######## design 1 ########
**Design 1: routing congestion**

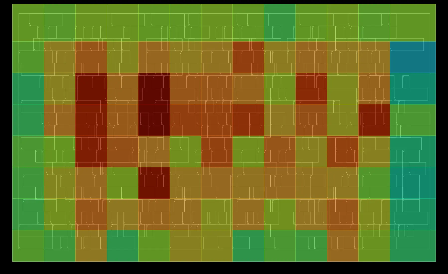

$ cat src/rtl/btn_mode_select_pkg.sv
// Shared definitions for the pushbutton mode selector and the LED driver that
// consumes its mode code.
package btn_mode_select_pkg;

  typedef enum logic [1:0] {
    ST_IDLE    = 2'd0,
    ST_PRESSED = 2'd1,
    ST_HELD    = 2'd2
  } btn_state_e;

  localparam logic [1:0] MODE_OFF   = 2'd0;
  localparam logic [1:0] MODE_ON_A  = 2'd1;
  localparam logic [1:0] MODE_ON_B  = 2'd2;
  localparam logic [1:0] MODE_BLINK = 2'd3;

  // Short presses walk OFF -> ON_A -> ON_B -> BLINK -> OFF.
  function automatic logic [1:0] next_mode(input logic [1:0] m);
    return m + 2'd1;
  endfunction

  // Bits needed for a counter that runs 0 .. n-1 (at least one bit).
  function automatic int cnt_width(input int n);
    return (n > 1) ? $clog2(n) : 1;
  endfunction

endpackage

$ cat src/rtl/btn_debounce.sv
// Two-flop synchronizer plus a run-length debouncer: the output level follows
// the synchronized input only after it has disagreed for DEBOUNCE_CNT cycles.
module btn_debounce
  import btn_mode_select_pkg::*;
#(
  parameter int DEBOUNCE_CNT = 500_000
) (
  input  logic clk,
  input  logic rst,
  input  logic din,
  output logic dout
);

  localparam int            CW       = cnt_width(DEBOUNCE_CNT);
  localparam logic [CW-1:0] CNT_LAST = CW'(DEBOUNCE_CNT - 1);

  logic          sync1_q;
  logic          sync2_q;
  logic          level_q;
  logic          level_d;
  logic [CW-1:0] cnt_q;
  logic [CW-1:0] cnt_d;

  // Any cycle of agreement restarts the run, so a glitch can never accumulate.
  always_comb begin
    cnt_d   = '0;
    level_d = level_q;
    if (sync2_q != level_q) begin
      if (cnt_q == CNT_LAST) begin
        level_d = sync2_q;
      end else begin
        cnt_d = cnt_q + CW'(1);
      end
    end
  end

  always_ff @(posedge clk) begin
    if (rst) begin
      sync1_q <= 1'b0;
      sync2_q <= 1'b0;
      level_q <= 1'b0;
      cnt_q   <= '0;
    end else begin
      sync1_q <= din;
      sync2_q <= sync1_q;
      level_q <= level_d;
      cnt_q   <= cnt_d;
    end
  end

  assign dout = level_q;

endmodule

$ cat src/rtl/btn_mode_select.sv
// Pushbutton mode selector: short presses step the LED mode, a long press
// forces it off. All outputs come straight from registers.
module btn_mode_select
  import btn_mode_select_pkg::*;
#(
  parameter int DEBOUNCE_CNT = 500_000,
  parameter int LONG_CNT     = 100_000_000
) (
  input  logic       clk,
  input  logic       rst,
  input  logic       btn,
  output logic       btn_level,
  output logic [1:0] mode,
  output logic       press_pulse,
  output logic       long_pulse
);

  localparam int            HW        = cnt_width(LONG_CNT);
  localparam logic [HW-1:0] HOLD_LAST = HW'(LONG_CNT - 1);

  logic          level;
  logic          level_prev_q;
  btn_state_e    state_q;
  logic [HW-1:0] hold_cnt_q;
  logic [HW-1:0] hold_cnt_d;
  logic          long_hit;
  logic [1:0]    mode_q;
  logic          press_q;
  logic          long_q;

  btn_debounce #(
    .DEBOUNCE_CNT(DEBOUNCE_CNT)
  ) u_debounce (
    .clk (clk),
    .rst (rst),
    .din (btn),
    .dout(level)
  );

  // A press turns long on the edge where the hold count lands on LONG_CNT-1;
  // that wins even if the level is already low on the same edge.
  assign hold_cnt_d = hold_cnt_q + HW'(1);
  assign long_hit   = (hold_cnt_d == HOLD_LAST);

  always_ff @(posedge clk) begin
    if (rst) begin
      state_q      <= ST_IDLE;
      level_prev_q <= 1'b0;
      hold_cnt_q   <= '0;
      mode_q       <= MODE_OFF;
      press_q      <= 1'b0;
      long_q       <= 1'b0;
    end else begin
      level_prev_q <= level;
      press_q      <= 1'b0;
      long_q       <= 1'b0;
      case (state_q)
        ST_IDLE: begin
          if (level && !level_prev_q) begin
            state_q    <= ST_PRESSED;
            hold_cnt_q <= '0;
          end
        end
        ST_PRESSED: begin
          hold_cnt_q <= hold_cnt_d;
          if (long_hit) begin
            state_q <= ST_HELD;
            mode_q  <= MODE_OFF;
            long_q  <= 1'b1;
          end else if (!level) begin
            state_q <= ST_IDLE;
            mode_q  <= next_mode(mode_q);
            press_q <= 1'b1;
          end
        end
        ST_HELD: begin
          if (!level) begin
            state_q <= ST_IDLE;
          end
        end
        default: state_q <= ST_IDLE;
      endcase
    end
  end

  assign btn_level   = level;
  assign mode        = mode_q;
  assign press_pulse = press_q;
  assign long_pulse  = long_q;

endmodule
$ cat config.mk
export PLATFORM = sky130hd
export DESIGN_NAME = btn_mode_select
export DESIGN_NICKNAME = d
export VERILOG_FILES = /design/src/rtl/btn_mode_select_pkg.sv /design/src/rtl/btn_debounce.sv /design/src/rtl/btn_mode_select.sv
export SDC_FILE = /design/constraint.sdc
export NUM_CORES = 1
export LEC_CHECK = 0
export ABC_AREA = 0
export CAP_MARGIN = 40
export CORE_ASPECT_RATIO = 0.6
export CORE_UTILIZATION = 60
export DETAILED_ROUTE_END_ITERATION = 7
export GPL_ROUTABILITY_DRIVEN = 0
export GPL_TIMING_DRIVEN = 0
export PLACE_DENSITY = 0.76
export SLEW_MARGIN = 25
export SYNTH_ARGS = -nofsm -noshare
export SYNTH_HDL_FRONTEND = slang
export SYNTH_SLANG_ARGS = --single-unit
$ cat constraint.sdc
create_clock -name clk -period 3.6 [get_ports clk]
set_clock_uncertainty 0.05 [all_clocks]
set_input_delay 0.36 -clock clk [delete_from_list [all_inputs] [get_ports clk]]
set_output_delay 0.36 -clock clk [all_outputs]
set_load 0.02 [all_outputs]
######## design 2 ########
### src/rtl/cpu_types_pkg.sv
// Shared CPU types: machine word and fetch stage FSM encoding.
package cpu_types_pkg;

    localparam int unsigned WORD_W = 32;

    typedef logic [WORD_W-1:0] word_t;

    // Byte distance between sequential instruction words.
    localparam word_t PC_INC = 32'd4;

    typedef enum logic [1:0] {
        RUN    = 2'd0,
        DRAIN  = 2'd1,
        HALTED = 2'd2
    } fetch_state_t;

endpackage : cpu_types_pkg

### src/rtl/fetch_stage_if.sv
// IF stage bus: icache request/response, hazard/redirect controls and the IF/ID write side.
interface fetch_stage_if;
    import cpu_types_pkg::*;

    logic  ihit;
    word_t imemload;
    logic  imemREN;
    word_t imemaddr;

    logic  stall_in;
    logic  redirect_en;
    word_t redirect_addr;
    logic  halt_in;

    word_t ifid_instruction;
    word_t ifid_pc;
    word_t ifid_pcn;
    logic  ifid_wen;
    logic  ifid_flush;

    // Fetch stage side.
    modport master (
        input  ihit, imemload, stall_in, redirect_en, redirect_addr, halt_in,
        output imemREN, imemaddr,
        output ifid_instruction, ifid_pc, ifid_pcn, ifid_wen, ifid_flush
    );

    // Icache / hazard unit / IF-ID register side.
    modport slave (
        output ihit, imemload, stall_in, redirect_en, redirect_addr, halt_in,
        input  imemREN, imemaddr,
        input  ifid_instruction, ifid_pc, ifid_pcn, ifid_wen, ifid_flush
    );

endinterface : fetch_stage_if

### src/rtl/fetch_skid_buf.sv
// One-entry {instruction, pc} holding register used while IF/ID is stalled.
module fetch_skid_buf
    import cpu_types_pkg::*;
(
    input  logic  clk_i,
    input  logic  rst_i,
    input  logic  capture_i,
    input  logic  consume_i,
    input  logic  clear_i,
    input  word_t instr_i,
    input  word_t pc_i,
    output logic  valid_o,
    output word_t instr_o,
    output word_t pc_o
);

    logic  valid_q, valid_d;
    word_t instr_q, instr_d;
    word_t pc_q,    pc_d;

    // Next entry: clear wins over capture, capture over consume.
    always_comb begin
        valid_d = valid_q;
        instr_d = instr_q;
        pc_d    = pc_q;
        if (clear_i) begin
            valid_d = 1'b0;
        end else if (capture_i) begin
            valid_d = 1'b1;
            instr_d = instr_i;
            pc_d    = pc_i;
        end else if (consume_i) begin
            valid_d = 1'b0;
        end
    end

    // Entry register; data fields need no reset since valid gates them.
    always_ff @(posedge clk_i) begin
        if (rst_i) begin
            valid_q <= 1'b0;
            instr_q <= '0;
            pc_q    <= '0;
        end else begin
            valid_q <= valid_d;
            instr_q <= instr_d;
            pc_q    <= pc_d;
        end
    end

    assign valid_o = valid_q;
    assign instr_o = instr_q;
    assign pc_o    = pc_q;

endmodule : fetch_skid_buf

### src/rtl/fetch_stage.sv
// MIPS IF stage: owns the PC, drives the icache and feeds the IF/ID register.
module fetch_stage
    import cpu_types_pkg::*;
#(
    parameter word_t PC_RESET = 32'h0000_0000
) (
    input  logic          CLK,
    input  logic          RST,
    fetch_stage_if.master fif
);

    fetch_state_t state_q, state_d;
    word_t        pc_q,    pc_d;
    word_t        tgt_q,   tgt_d;

    logic  buf_valid_c;
    word_t buf_instr_c;
    word_t buf_pc_c;
    logic  buf_capture_c;
    logic  buf_consume_c;
    logic  buf_clear_c;

    logic  imem_ren_c;
    logic  fetch_done_c;
    logic  miss_c;
    word_t pc_inc_c;
    word_t ifid_pc_c;

    fetch_skid_buf u_skid_buf (
        .clk_i     (CLK),
        .rst_i     (RST),
        .capture_i (buf_capture_c),
        .consume_i (buf_consume_c),
        .clear_i   (buf_clear_c),
        .instr_i   (fif.imemload),
        .pc_i      (pc_q),
        .valid_o   (buf_valid_c),
        .instr_o   (buf_instr_c),
        .pc_o      (buf_pc_c)
    );

    // Icache request is withheld while halted or while the skid buffer is full.
    assign imem_ren_c   = (state_q != HALTED) && !buf_valid_c;
    assign fetch_done_c = (state_q == RUN) && imem_ren_c && fif.ihit;
    assign miss_c       = imem_ren_c && !fif.ihit;
    assign pc_inc_c     = pc_q + PC_INC;

    assign fif.imemREN  = imem_ren_c;
    assign fif.imemaddr = pc_q;
    assign fif.ifid_pc  = ifid_pc_c;
    assign fif.ifid_pcn = ifid_pc_c + PC_INC;

    // Next-state and IF/ID outputs; priority is reset, redirect, halt, stall.
    always_comb begin
        state_d              = state_q;
        pc_d                 = pc_q;
        tgt_d                = tgt_q;
        buf_capture_c        = 1'b0;
        buf_consume_c        = 1'b0;
        buf_clear_c          = 1'b0;
        fif.ifid_wen         = 1'b0;
        fif.ifid_flush       = 1'b0;
        fif.ifid_instruction = fif.imemload;
        ifid_pc_c            = pc_q;

        if (RST) begin
            fif.ifid_wen   = 1'b1;
            fif.ifid_flush = 1'b1;
        end else if (fif.redirect_en) begin
            fif.ifid_wen   = 1'b1;
            fif.ifid_flush = 1'b1;
            buf_clear_c    = 1'b1;
            if (miss_c) begin
                // Outstanding miss must complete before the PC may move.
                tgt_d   = fif.redirect_addr;
                state_d = DRAIN;
            end else begin
                pc_d    = fif.redirect_addr;
                state_d = RUN;
            end
        end else if (state_q == HALTED) begin
            fif.ifid_wen   = 1'b1;
            fif.ifid_flush = 1'b1;
        end else if (fif.halt_in) begin
            fif.ifid_wen   = !fif.stall_in;
            fif.ifid_flush = 1'b1;
            buf_clear_c    = 1'b1;
            state_d        = HALTED;
        end else if (state_q == DRAIN) begin
            fif.ifid_wen   = 1'b1;
            fif.ifid_flush = 1'b1;
            if (fif.ihit) begin
                pc_d    = tgt_q;
                state_d = RUN;
            end
        end else if (fif.stall_in) begin
            if (fetch_done_c) begin
                buf_capture_c = 1'b1;
                pc_d          = pc_inc_c;
            end
        end else if (buf_valid_c) begin
            fif.ifid_wen         = 1'b1;
            fif.ifid_instruction = buf_instr_c;
            ifid_pc_c            = buf_pc_c;
            buf_consume_c        = 1'b1;
        end else if (fetch_done_c) begin
            fif.ifid_wen = 1'b1;
            pc_d         = pc_inc_c;
        end else begin
            fif.ifid_wen   = 1'b1;
            fif.ifid_flush = 1'b1;
        end
    end

    // State, PC and pending redirect target registers.
    always_ff @(posedge CLK) begin
        if (RST) begin
            state_q <= RUN;
            pc_q    <= PC_RESET;
            tgt_q   <= '0;
        end else begin
            state_q <= state_d;
            pc_q    <= pc_d;
            tgt_q   <= tgt_d;
        end
    end

endmodule : fetch_stage

### src/flat_wrapper.sv
// flat-port wrapper written by rule: the top's interface ports become plain ports
module fetch_stage_flat import cpu_types_pkg::*;
#(
    parameter word_t PC_RESET = 32'h0000_0000
)
  (CLK, RST, fif_ihit, fif_imemload, fif_stall_in, fif_redirect_en, fif_redirect_addr, fif_halt_in, fif_imemREN, fif_imemaddr, fif_ifid_instruction, fif_ifid_pc, fif_ifid_pcn, fif_ifid_wen, fif_ifid_flush);
  fetch_stage_if fif_i ();
  input  logic CLK;
  input  logic RST;
  input wire logic [$bits(fif_i.ihit)-1:0] fif_ihit;
  input wire logic [$bits(fif_i.imemload)-1:0] fif_imemload;
  input wire logic [$bits(fif_i.stall_in)-1:0] fif_stall_in;
  input wire logic [$bits(fif_i.redirect_en)-1:0] fif_redirect_en;
  input wire logic [$bits(fif_i.redirect_addr)-1:0] fif_redirect_addr;
  input wire logic [$bits(fif_i.halt_in)-1:0] fif_halt_in;
  output wire logic [$bits(fif_i.imemREN)-1:0] fif_imemREN;
  output wire logic [$bits(fif_i.imemaddr)-1:0] fif_imemaddr;
  output wire logic [$bits(fif_i.ifid_instruction)-1:0] fif_ifid_instruction;
  output wire logic [$bits(fif_i.ifid_pc)-1:0] fif_ifid_pc;
  output wire logic [$bits(fif_i.ifid_pcn)-1:0] fif_ifid_pcn;
  output wire logic [$bits(fif_i.ifid_wen)-1:0] fif_ifid_wen;
  output wire logic [$bits(fif_i.ifid_flush)-1:0] fif_ifid_flush;
  assign fif_i.ihit = fif_ihit;
  assign fif_i.imemload = fif_imemload;
  assign fif_i.stall_in = fif_stall_in;
  assign fif_i.redirect_en = fif_redirect_en;
  assign fif_i.redirect_addr = fif_redirect_addr;
  assign fif_i.halt_in = fif_halt_in;
  assign fif_imemREN = fif_i.imemREN;
  assign fif_imemaddr = fif_i.imemaddr;
  assign fif_ifid_instruction = fif_i.ifid_instruction;
  assign fif_ifid_pc = fif_i.ifid_pc;
  assign fif_ifid_pcn = fif_i.ifid_pcn;
  assign fif_ifid_wen = fif_i.ifid_wen;
  assign fif_ifid_flush = fif_i.ifid_flush;
  fetch_stage #(.PC_RESET(PC_RESET)) u_core (.CLK(CLK), .RST(RST), .fif(fif_i));
endmodule
### config.mk
export PLATFORM = sky130hd
export DESIGN_NAME = fetch_stage_flat
export DESIGN_NICKNAME = d
export VERILOG_FILES = /design/src/rtl/cpu_types_pkg.sv /design/src/rtl/fetch_stage_if.sv /design/src/rtl/fetch_skid_buf.sv /design/src/rtl/fetch_stage.sv /design/src/flat_wrapper.sv
export SDC_FILE = /design/constraint.sdc
export NUM_CORES = 1
export LEC_CHECK = 0
export ABC_AREA = 1
export CORE_ASPECT_RATIO = 1.1
export CORE_MARGIN = 10
export CORE_UTILIZATION = 54
export DETAILED_ROUTE_END_ITERATION = 10
export GPL_ROUTABILITY_DRIVEN = 1
export GPL_TIMING_DRIVEN = 0
export PLACE_DENSITY = 0.89
export SYNTH_ARGS = -nofsm -noshare
export SYNTH_HDL_FRONTEND = slang
export SYNTH_SLANG_ARGS = --single-unit
export TNS_END_PERCENT = 50
### constraint.sdc
create_clock -name CLK -period 4.5 [get_ports CLK]
set_input_delay 1.125 -clock CLK [delete_from_list [all_inputs] [get_ports CLK]]
set_output_delay 1.125 -clock CLK [all_outputs]
set_load 0.02 [all_outputs]
######## design 3 ########
[src/rtl/ram_arb_pkg.sv]
// Shared types and sizes for the two-client RAM port arbiter.
package ram_arb_pkg;

  localparam int unsigned ADDR_W           = 5;
  localparam int unsigned DATA_W           = 4;
  localparam int unsigned READ_LATENCY_DEF = 2;

  typedef enum logic {
    CLI_A = 1'b0,
    CLI_B = 1'b1
  } client_t;

  // One slot of the read-latency pipe: is a result due, and for whom.
  typedef struct packed {
    logic    valid;
    client_t id;
  } rd_tag_t;

  // Map a one-hot (or empty) grant vector to the winning client.
  function automatic client_t winner(input logic [1:0] gnt);
    return gnt[1] ? CLI_B : CLI_A;
  endfunction

endpackage

[src/rtl/rr_arbiter2.sv]
// Two-way round-robin arbiter with a last-granted pointer.
// The grant is combinational from the requests; the pointer moves to the winner
// only when upd_en_i is high, so a grant the caller later suppresses does not
// cost the loser its turn.
module rr_arbiter2
  import ram_arb_pkg::*;
(
  input  logic       clk,
  input  logic       reset_n,
  input  logic [1:0] req_i,
  input  logic       upd_en_i,
  output logic [1:0] gnt_o
);

  client_t last_q, last_d;

  // Grant selection: single requester wins outright, contention goes to the non-last client.
  always_comb begin
    gnt_o = 2'b00;
    unique case (req_i)
      2'b01:   gnt_o = 2'b01;
      2'b10:   gnt_o = 2'b10;
      2'b11:   gnt_o = (last_q == CLI_A) ? 2'b10 : 2'b01;
      default: gnt_o = 2'b00;
    endcase
  end

  // Pointer update: follow the winner when the grant is actually taken.
  always_comb begin
    last_d = last_q;
    if (upd_en_i && (|gnt_o)) begin
      last_d = winner(gnt_o);
    end
  end

  // Pointer register; reset marks B as last so A is preferred first.
  always_ff @(posedge clk or negedge reset_n) begin
    if (!reset_n) begin
      last_q <= CLI_B;
    end else begin
      last_q <= last_d;
    end
  end

endmodule

[src/rtl/ram_port_arbiter.sv]
// Shares a dual-port RAM (separate read/write ports, registered inputs and
// output) between requesters A and B. Each cycle at most one write and one
// read are issued, each port with its own round-robin pointer. A read that
// targets the address being written this cycle is held off one cycle, since
// mixed-port read-during-write is undefined on the RAM. Read results are
// returned on the shared rdata with a per-client valid strobe, tracked by a
// tag pipe matching the RAM read latency.
module ram_port_arbiter
  import ram_arb_pkg::*;
#(
  parameter int unsigned READ_LATENCY = READ_LATENCY_DEF
) (
  input  logic              clk,
  input  logic              reset_n,

  input  logic              a_req,
  input  logic              a_we,
  input  logic [ADDR_W-1:0] a_addr,
  input  logic [DATA_W-1:0] a_wdata,
  output logic              a_gnt,
  output logic              a_rvalid,

  input  logic              b_req,
  input  logic              b_we,
  input  logic [ADDR_W-1:0] b_addr,
  input  logic [DATA_W-1:0] b_wdata,
  output logic              b_gnt,
  output logic              b_rvalid,

  output logic [DATA_W-1:0] rdata,

  output logic [ADDR_W-1:0] ram_wraddress,
  output logic [DATA_W-1:0] ram_data,
  output logic              ram_wren,
  output logic [ADDR_W-1:0] ram_rdaddress,
  input  logic [DATA_W-1:0] ram_q
);

  logic [1:0]        wr_req;
  logic [1:0]        wr_arb_gnt;
  logic [1:0]        wr_gnt;
  logic              wr_any;

  logic [1:0]        rd_req;
  logic [1:0]        rd_arb_gnt;
  logic [1:0]        rd_gnt;
  logic [ADDR_W-1:0] rd_cand_addr;
  logic              rd_hazard;

  rd_tag_t [READ_LATENCY-1:0] pipe_q, pipe_d;

  assign wr_req = {b_req & b_we, a_req & a_we};
  assign rd_req = {b_req & ~b_we, a_req & ~a_we};

  rr_arbiter2 u_wr_arb (
    .clk      (clk),
    .reset_n  (reset_n),
    .req_i    (wr_req),
    .upd_en_i (reset_n),
    .gnt_o    (wr_arb_gnt)
  );

  rr_arbiter2 u_rd_arb (
    .clk      (clk),
    .reset_n  (reset_n),
    .req_i    (rd_req),
    .upd_en_i (reset_n & ~rd_hazard),
    .gnt_o    (rd_arb_gnt)
  );

  // Write port: gate grant during reset and steer the winner onto the RAM.
  always_comb begin
    wr_gnt        = wr_arb_gnt & {2{reset_n}};
    wr_any        = |wr_gnt;
    ram_wren      = wr_any;
    ram_wraddress = wr_gnt[1] ? b_addr  : a_addr;
    ram_data      = wr_gnt[1] ? b_wdata : a_wdata;
  end

  // Read port: stall the read winner when it collides with this cycle's write.
  always_comb begin
    rd_cand_addr  = rd_arb_gnt[1] ? b_addr : a_addr;
    rd_hazard     = wr_any && (rd_cand_addr == ram_wraddress);
    rd_gnt        = rd_arb_gnt & {2{reset_n & ~rd_hazard}};
    ram_rdaddress = rd_cand_addr;
  end

  // Client grants: each client has at most one op pending, on one port.
  always_comb begin
    a_gnt = wr_gnt[0] | rd_gnt[0];
    b_gnt = wr_gnt[1] | rd_gnt[1];
  end

  // Latency pipe next state: push the read grant, shift older tags along.
  always_comb begin
    pipe_d          = pipe_q;
    pipe_d[0].valid = |rd_gnt;
    pipe_d[0].id    = winner(rd_gnt);
    for (int unsigned i = 1; i < READ_LATENCY; i++) begin
      pipe_d[i] = pipe_q[i-1];
    end
  end

  // Latency pipe register; reset drops reads in flight.
  always_ff @(posedge clk or negedge reset_n) begin
    if (!reset_n) begin
      pipe_q <= '0;
    end else begin
      pipe_q <= pipe_d;
    end
  end

  // Result decode: the oldest tag lines up with the RAM output register.
  always_comb begin
    a_rvalid = pipe_q[READ_LATENCY-1].valid && (pipe_q[READ_LATENCY-1].id == CLI_A);
    b_rvalid = pipe_q[READ_LATENCY-1].valid && (pipe_q[READ_LATENCY-1].id == CLI_B);
    rdata    = ram_q;
  end

endmodule

[config.mk]
export PLATFORM = sky130hd
export DESIGN_NAME = ram_port_arbiter
export DESIGN_NICKNAME = d
export VERILOG_FILES = /design/src/rtl/ram_arb_pkg.sv /design/src/rtl/rr_arbiter2.sv /design/src/rtl/ram_port_arbiter.sv
export SDC_FILE = /design/constraint.sdc
export NUM_CORES = 1
export LEC_CHECK = 0
export CORE_UTILIZATION = 33
export DETAILED_ROUTE_END_ITERATION = 12
export PLACE_DENSITY = 0.84
export SYNTH_ARGS = -nofsm -noshare
export SYNTH_HDL_FRONTEND = slang
export SYNTH_SLANG_ARGS = --single-unit
[constraint.sdc]
create_clock -name clk -period 2.9 [get_ports clk]
set_input_delay 0.725 -clock clk [delete_from_list [all_inputs] [get_ports clk]]
set_output_delay 0.725 -clock clk [all_outputs]
set_load 0.01 [all_outputs]
**Design 2: routing congestion**

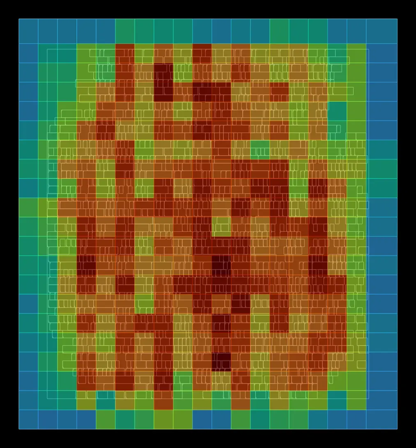
GR Util met2: 48.4%
global-route total usage across every layer: 28.8%

==> Implementation_results.wiki, design 2 <==
=== Physical design figures ===
{| class="wikitable"
! Metric !! Value
|-
| Violated checks || negative setup slack
|-
| Cells along the critical path || dlygate4sd2_1 > nor2_4 > nand3_4 > clkinv_4 > nand2_1 > nand2_2 > ha_4 > inv_1 > nor2_4 > nand3_2 > nor2_4 > buf_6 > xor2_1 > buf_4
|-
| Share of cell area taken by muxes after synthesis || 0%
|-
| Floorplan Nets || 1308
|-
| Net switching power figure || 1.12 mW
|-
| Buffer-and-inverter tally for the worst setup path || 5
|-
| Post-synth area from yosys stat || 7900 um2
|-
| Post-synth top cells || sky130_fd_sc_hd__nand2_1 (284), sky130_fd_sc_hd__o21ai_0 (164), sky130_fd_sc_hd__nor2_1 (154), sky130_fd_sc_hd__dfxtp_1 (131), sky130_fd_sc_hd__nand3_1 (130)
|-
| Leak pwr || 4.44 nW
|-
| Slack of the critical path || -0.0143 ns
|-
| Final tally of setup violations || 1
|-
| Met1 Use GR || 33.4%
|-
| Top delay family on crit path || simple AND/OR/NAND/NOR gates
|-
| Dominant logic cell types in the final layout || sky130_fd_sc_hd__nand2_1 (282), sky130_fd_sc_hd__clkdlybuf4s50_1 (164), sky130_fd_sc_hd__o21ai_0 (162)
|-
| Critical Path RT || 3.38 ns
|-
| Fill cell count || 1086
|-
| Die Span Y || 147 um
|-
| Number of flip-flops and latches || 131
|-
| FA/HA/MAJ Cells, Area Fraction || 0.317%
|-
| Logic depth of the worst setup path including buffers || 14
|-
| Post-layout util || 76.3%
|-
| Main area contributors after synthesis || sky130_fd_sc_hd__dfxtp_1 (33%), sky130_fd_sc_hd__nand2_1 (13%), sky130_fd_sc_hd__o21ai_0 (10%)
|-
| Cell depth of the worst hold path || 2
|-
| Largest net degree at the start of global routing || 17
|-
| Area inside the core boundary || 14400 um2
|-
| Dominant register cell in the synthesized netlist || sky130_fd_sc_hd__dfxtp_1
|-
| Placed inst area || 10100 um2
|-
| Drt via density || 5.74
|-
| Critical Path End Type || primary output
|-
| Result of the run || finished, violations left
|}
**Design 3: clock wires, drivers and flops**

Bar = 10 um.
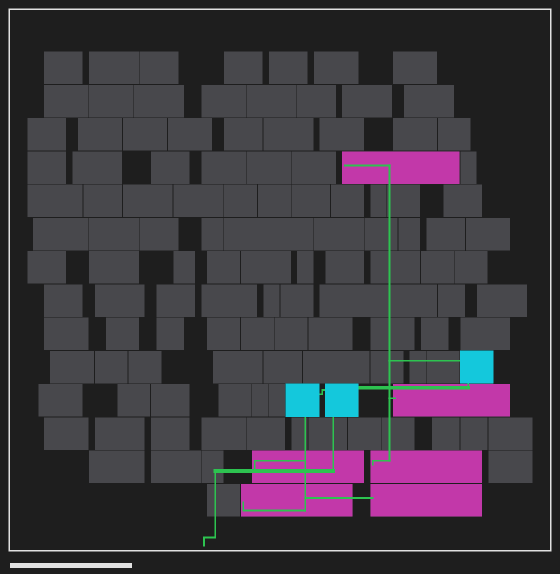
Key: flip-flops = magenta [count 6]; clock wires = green [length 102 um]; cells driving clock nets = cyan [count 3]
Position of the flops: south-east.

==> Implementation_results.wiki, design 3 <==
=== Physical design figures ===
{| class="wikitable"
! Metric !! Value
|-
| Global-route total usage across every layer || 20.4%
|-
| Power drawn by the combinational cells || 0.169 mW
|-
| Post-route DRC violation count || 2
|-
| Tally of unique sky130hd cells used after synthesis || 25
|-
| Most instantiated library cell after synthesis || sky130_fd_sc_hd__mux2_2
|-
| Buffer-and-inverter tally for the worst setup path || 4
|-
| Share of power burned in registers || 28.7%
|-
| Result of the run || finished, violations left
|-
| Reg-to-reg startpoint || u_wr_arb.last_q$_DFFE_PN1P_
|-
| Yosys cell count || 58
|-
| Share of final-layout standard cells stronger than drive strength 1 || 47.5%
|-
| Largest family of logic cells by area || multiplexers
|-
| Non-clock inverter count in the final layout || 3
|-
| Violated checks || design-rule violations
|-
| Well Taps || 16
|}
**Design 1: clock wires, drivers and flops**

Bar = 20 um.
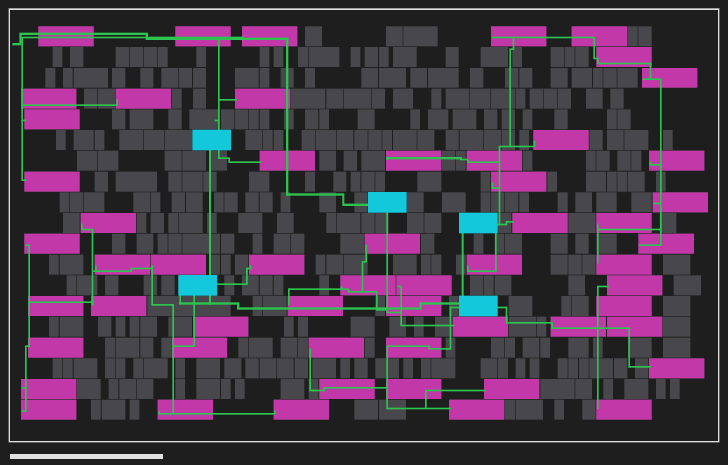
Key: cells driving clock nets = cyan [count 5]; flip-flops = magenta [count 56]; clock wires = green [length 639 um]
There are 6 routed clock nets. Position of the flops: all over the die.

**Design 1: routed metal, one color a layer**

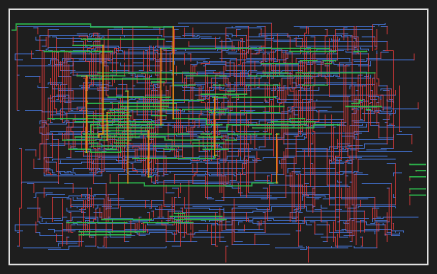
Key: met4 = orange [wire length 136 um]; met2 = red [wire length 2990 um]; met3 = green [wire length 863 um]; met1 = blue [wire length 3780 um]

Notes on 'routing congestion' of design 1 above:
GR Util met2: 40.0%
met1 Use GR: 49.2%
post-layout util: 69.5%
global-route total usage across every layer: 31.1%
routed wire length per instance: 16.8 um

==> Implementation_results.wiki, design 1 <==
=== Physical design figures ===
{| class="wikitable"
! Metric !! Value
|-
| Half-perimeter wire length after placement || 5540 um
|-
| Yosys cell count || 384
|-
| Cell resize tally after clock tree synthesis || 0
|-
| Number of pins with negative max-slew slack in the final report || 0
|-
| Dominant logic cell types in the final layout || sky130_fd_sc_hd__nor2_1 (58), sky130_fd_sc_hd__dfxtp_1 (56), sky130_fd_sc_hd__nand2_1 (36)
|-
| Main area contributors after synthesis || sky130_fd_sc_hd__dfxtp_1 (38%), sky130_fd_sc_hd__nor2_1 (7.3%), sky130_fd_sc_hd__nand2_1 (4.6%)
|-
| Top metal layer carrying routed signals || met4
|-
| WL met2 || 2990 um
|-
| Depth of the worst register-to-register path || 9
|-
| CTS sink cnt || 56
|-
| Reg with most FFs || hold_cnt_q
|-
| TritonRoute pass-1 iters || 7
|-
| Share of cell area taken by muxes after synthesis || 0.716%
|-
| Number of global-route vias before repair || 2528
|-
| Layout Nets || 405
|-
| Floorplan Nets || 390
|-
| Total negative slack for setup checks || 0 ns
|-
| Power share of the combinational group || 2.0%
|-
| Yosys simple share || 30.6%
|-
| Logic Gate Count || 299
|-
| Critical Path RT || 3.80 ns
|-
| Result of the run || finished clean
|}

## Gallery

The metal 3 layer.
Plate I
Bar = 20 um. Cells faint in the background.
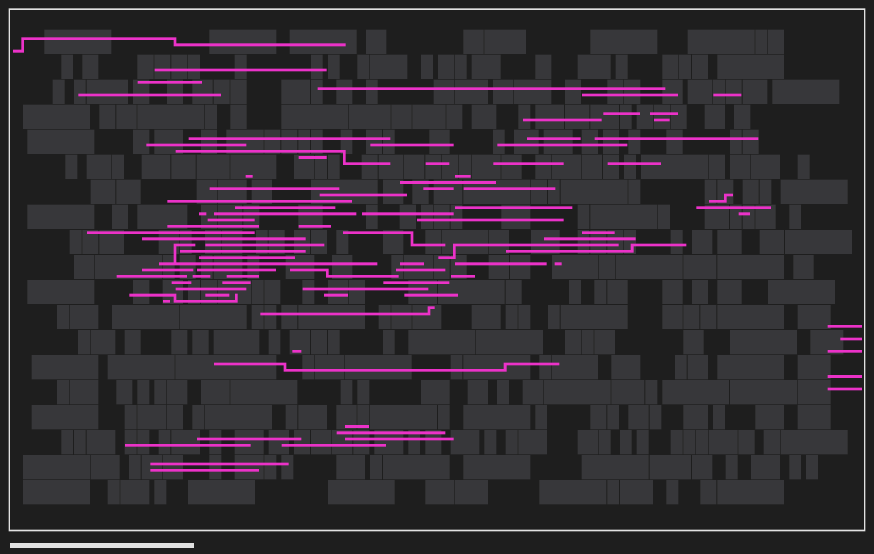
Plate II
Bar = 10 um. Cells faint in the background.
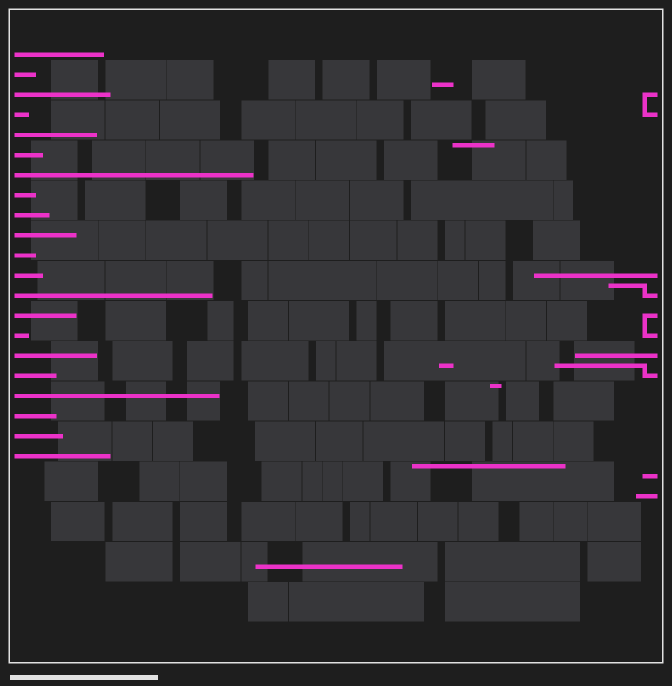
Plate III
Bar = 50 um. Cells faint in the background.
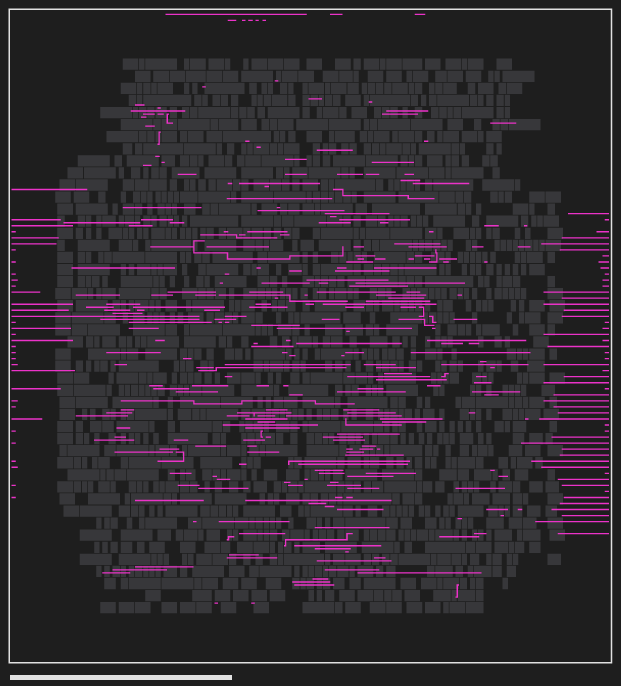
- design 3 = Plate II
- design 2 = Plate III
- design 1 = Plate I
- largest die: Plate III
- smallest die: Plate II



==> notes/layouts.md <==
Pictures saved along the way, in no particular order.

The metal 2 layer.
Cells faint in the background.
(a)
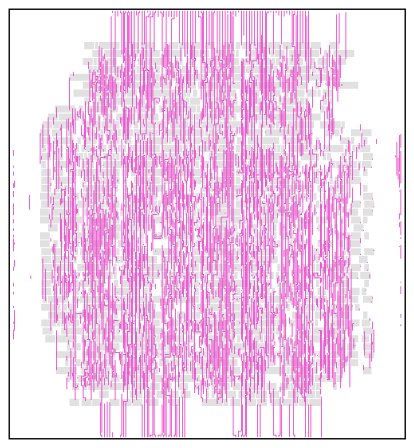
(b)
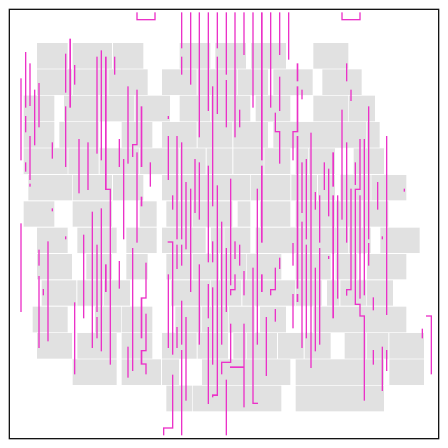
(c)
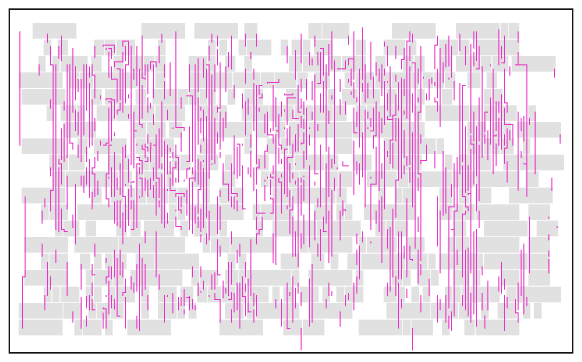
(a) -> design 2
(c) -> design 1
(b) -> design 3

No activity file was given, so power comes from the tool's default toggle rates.
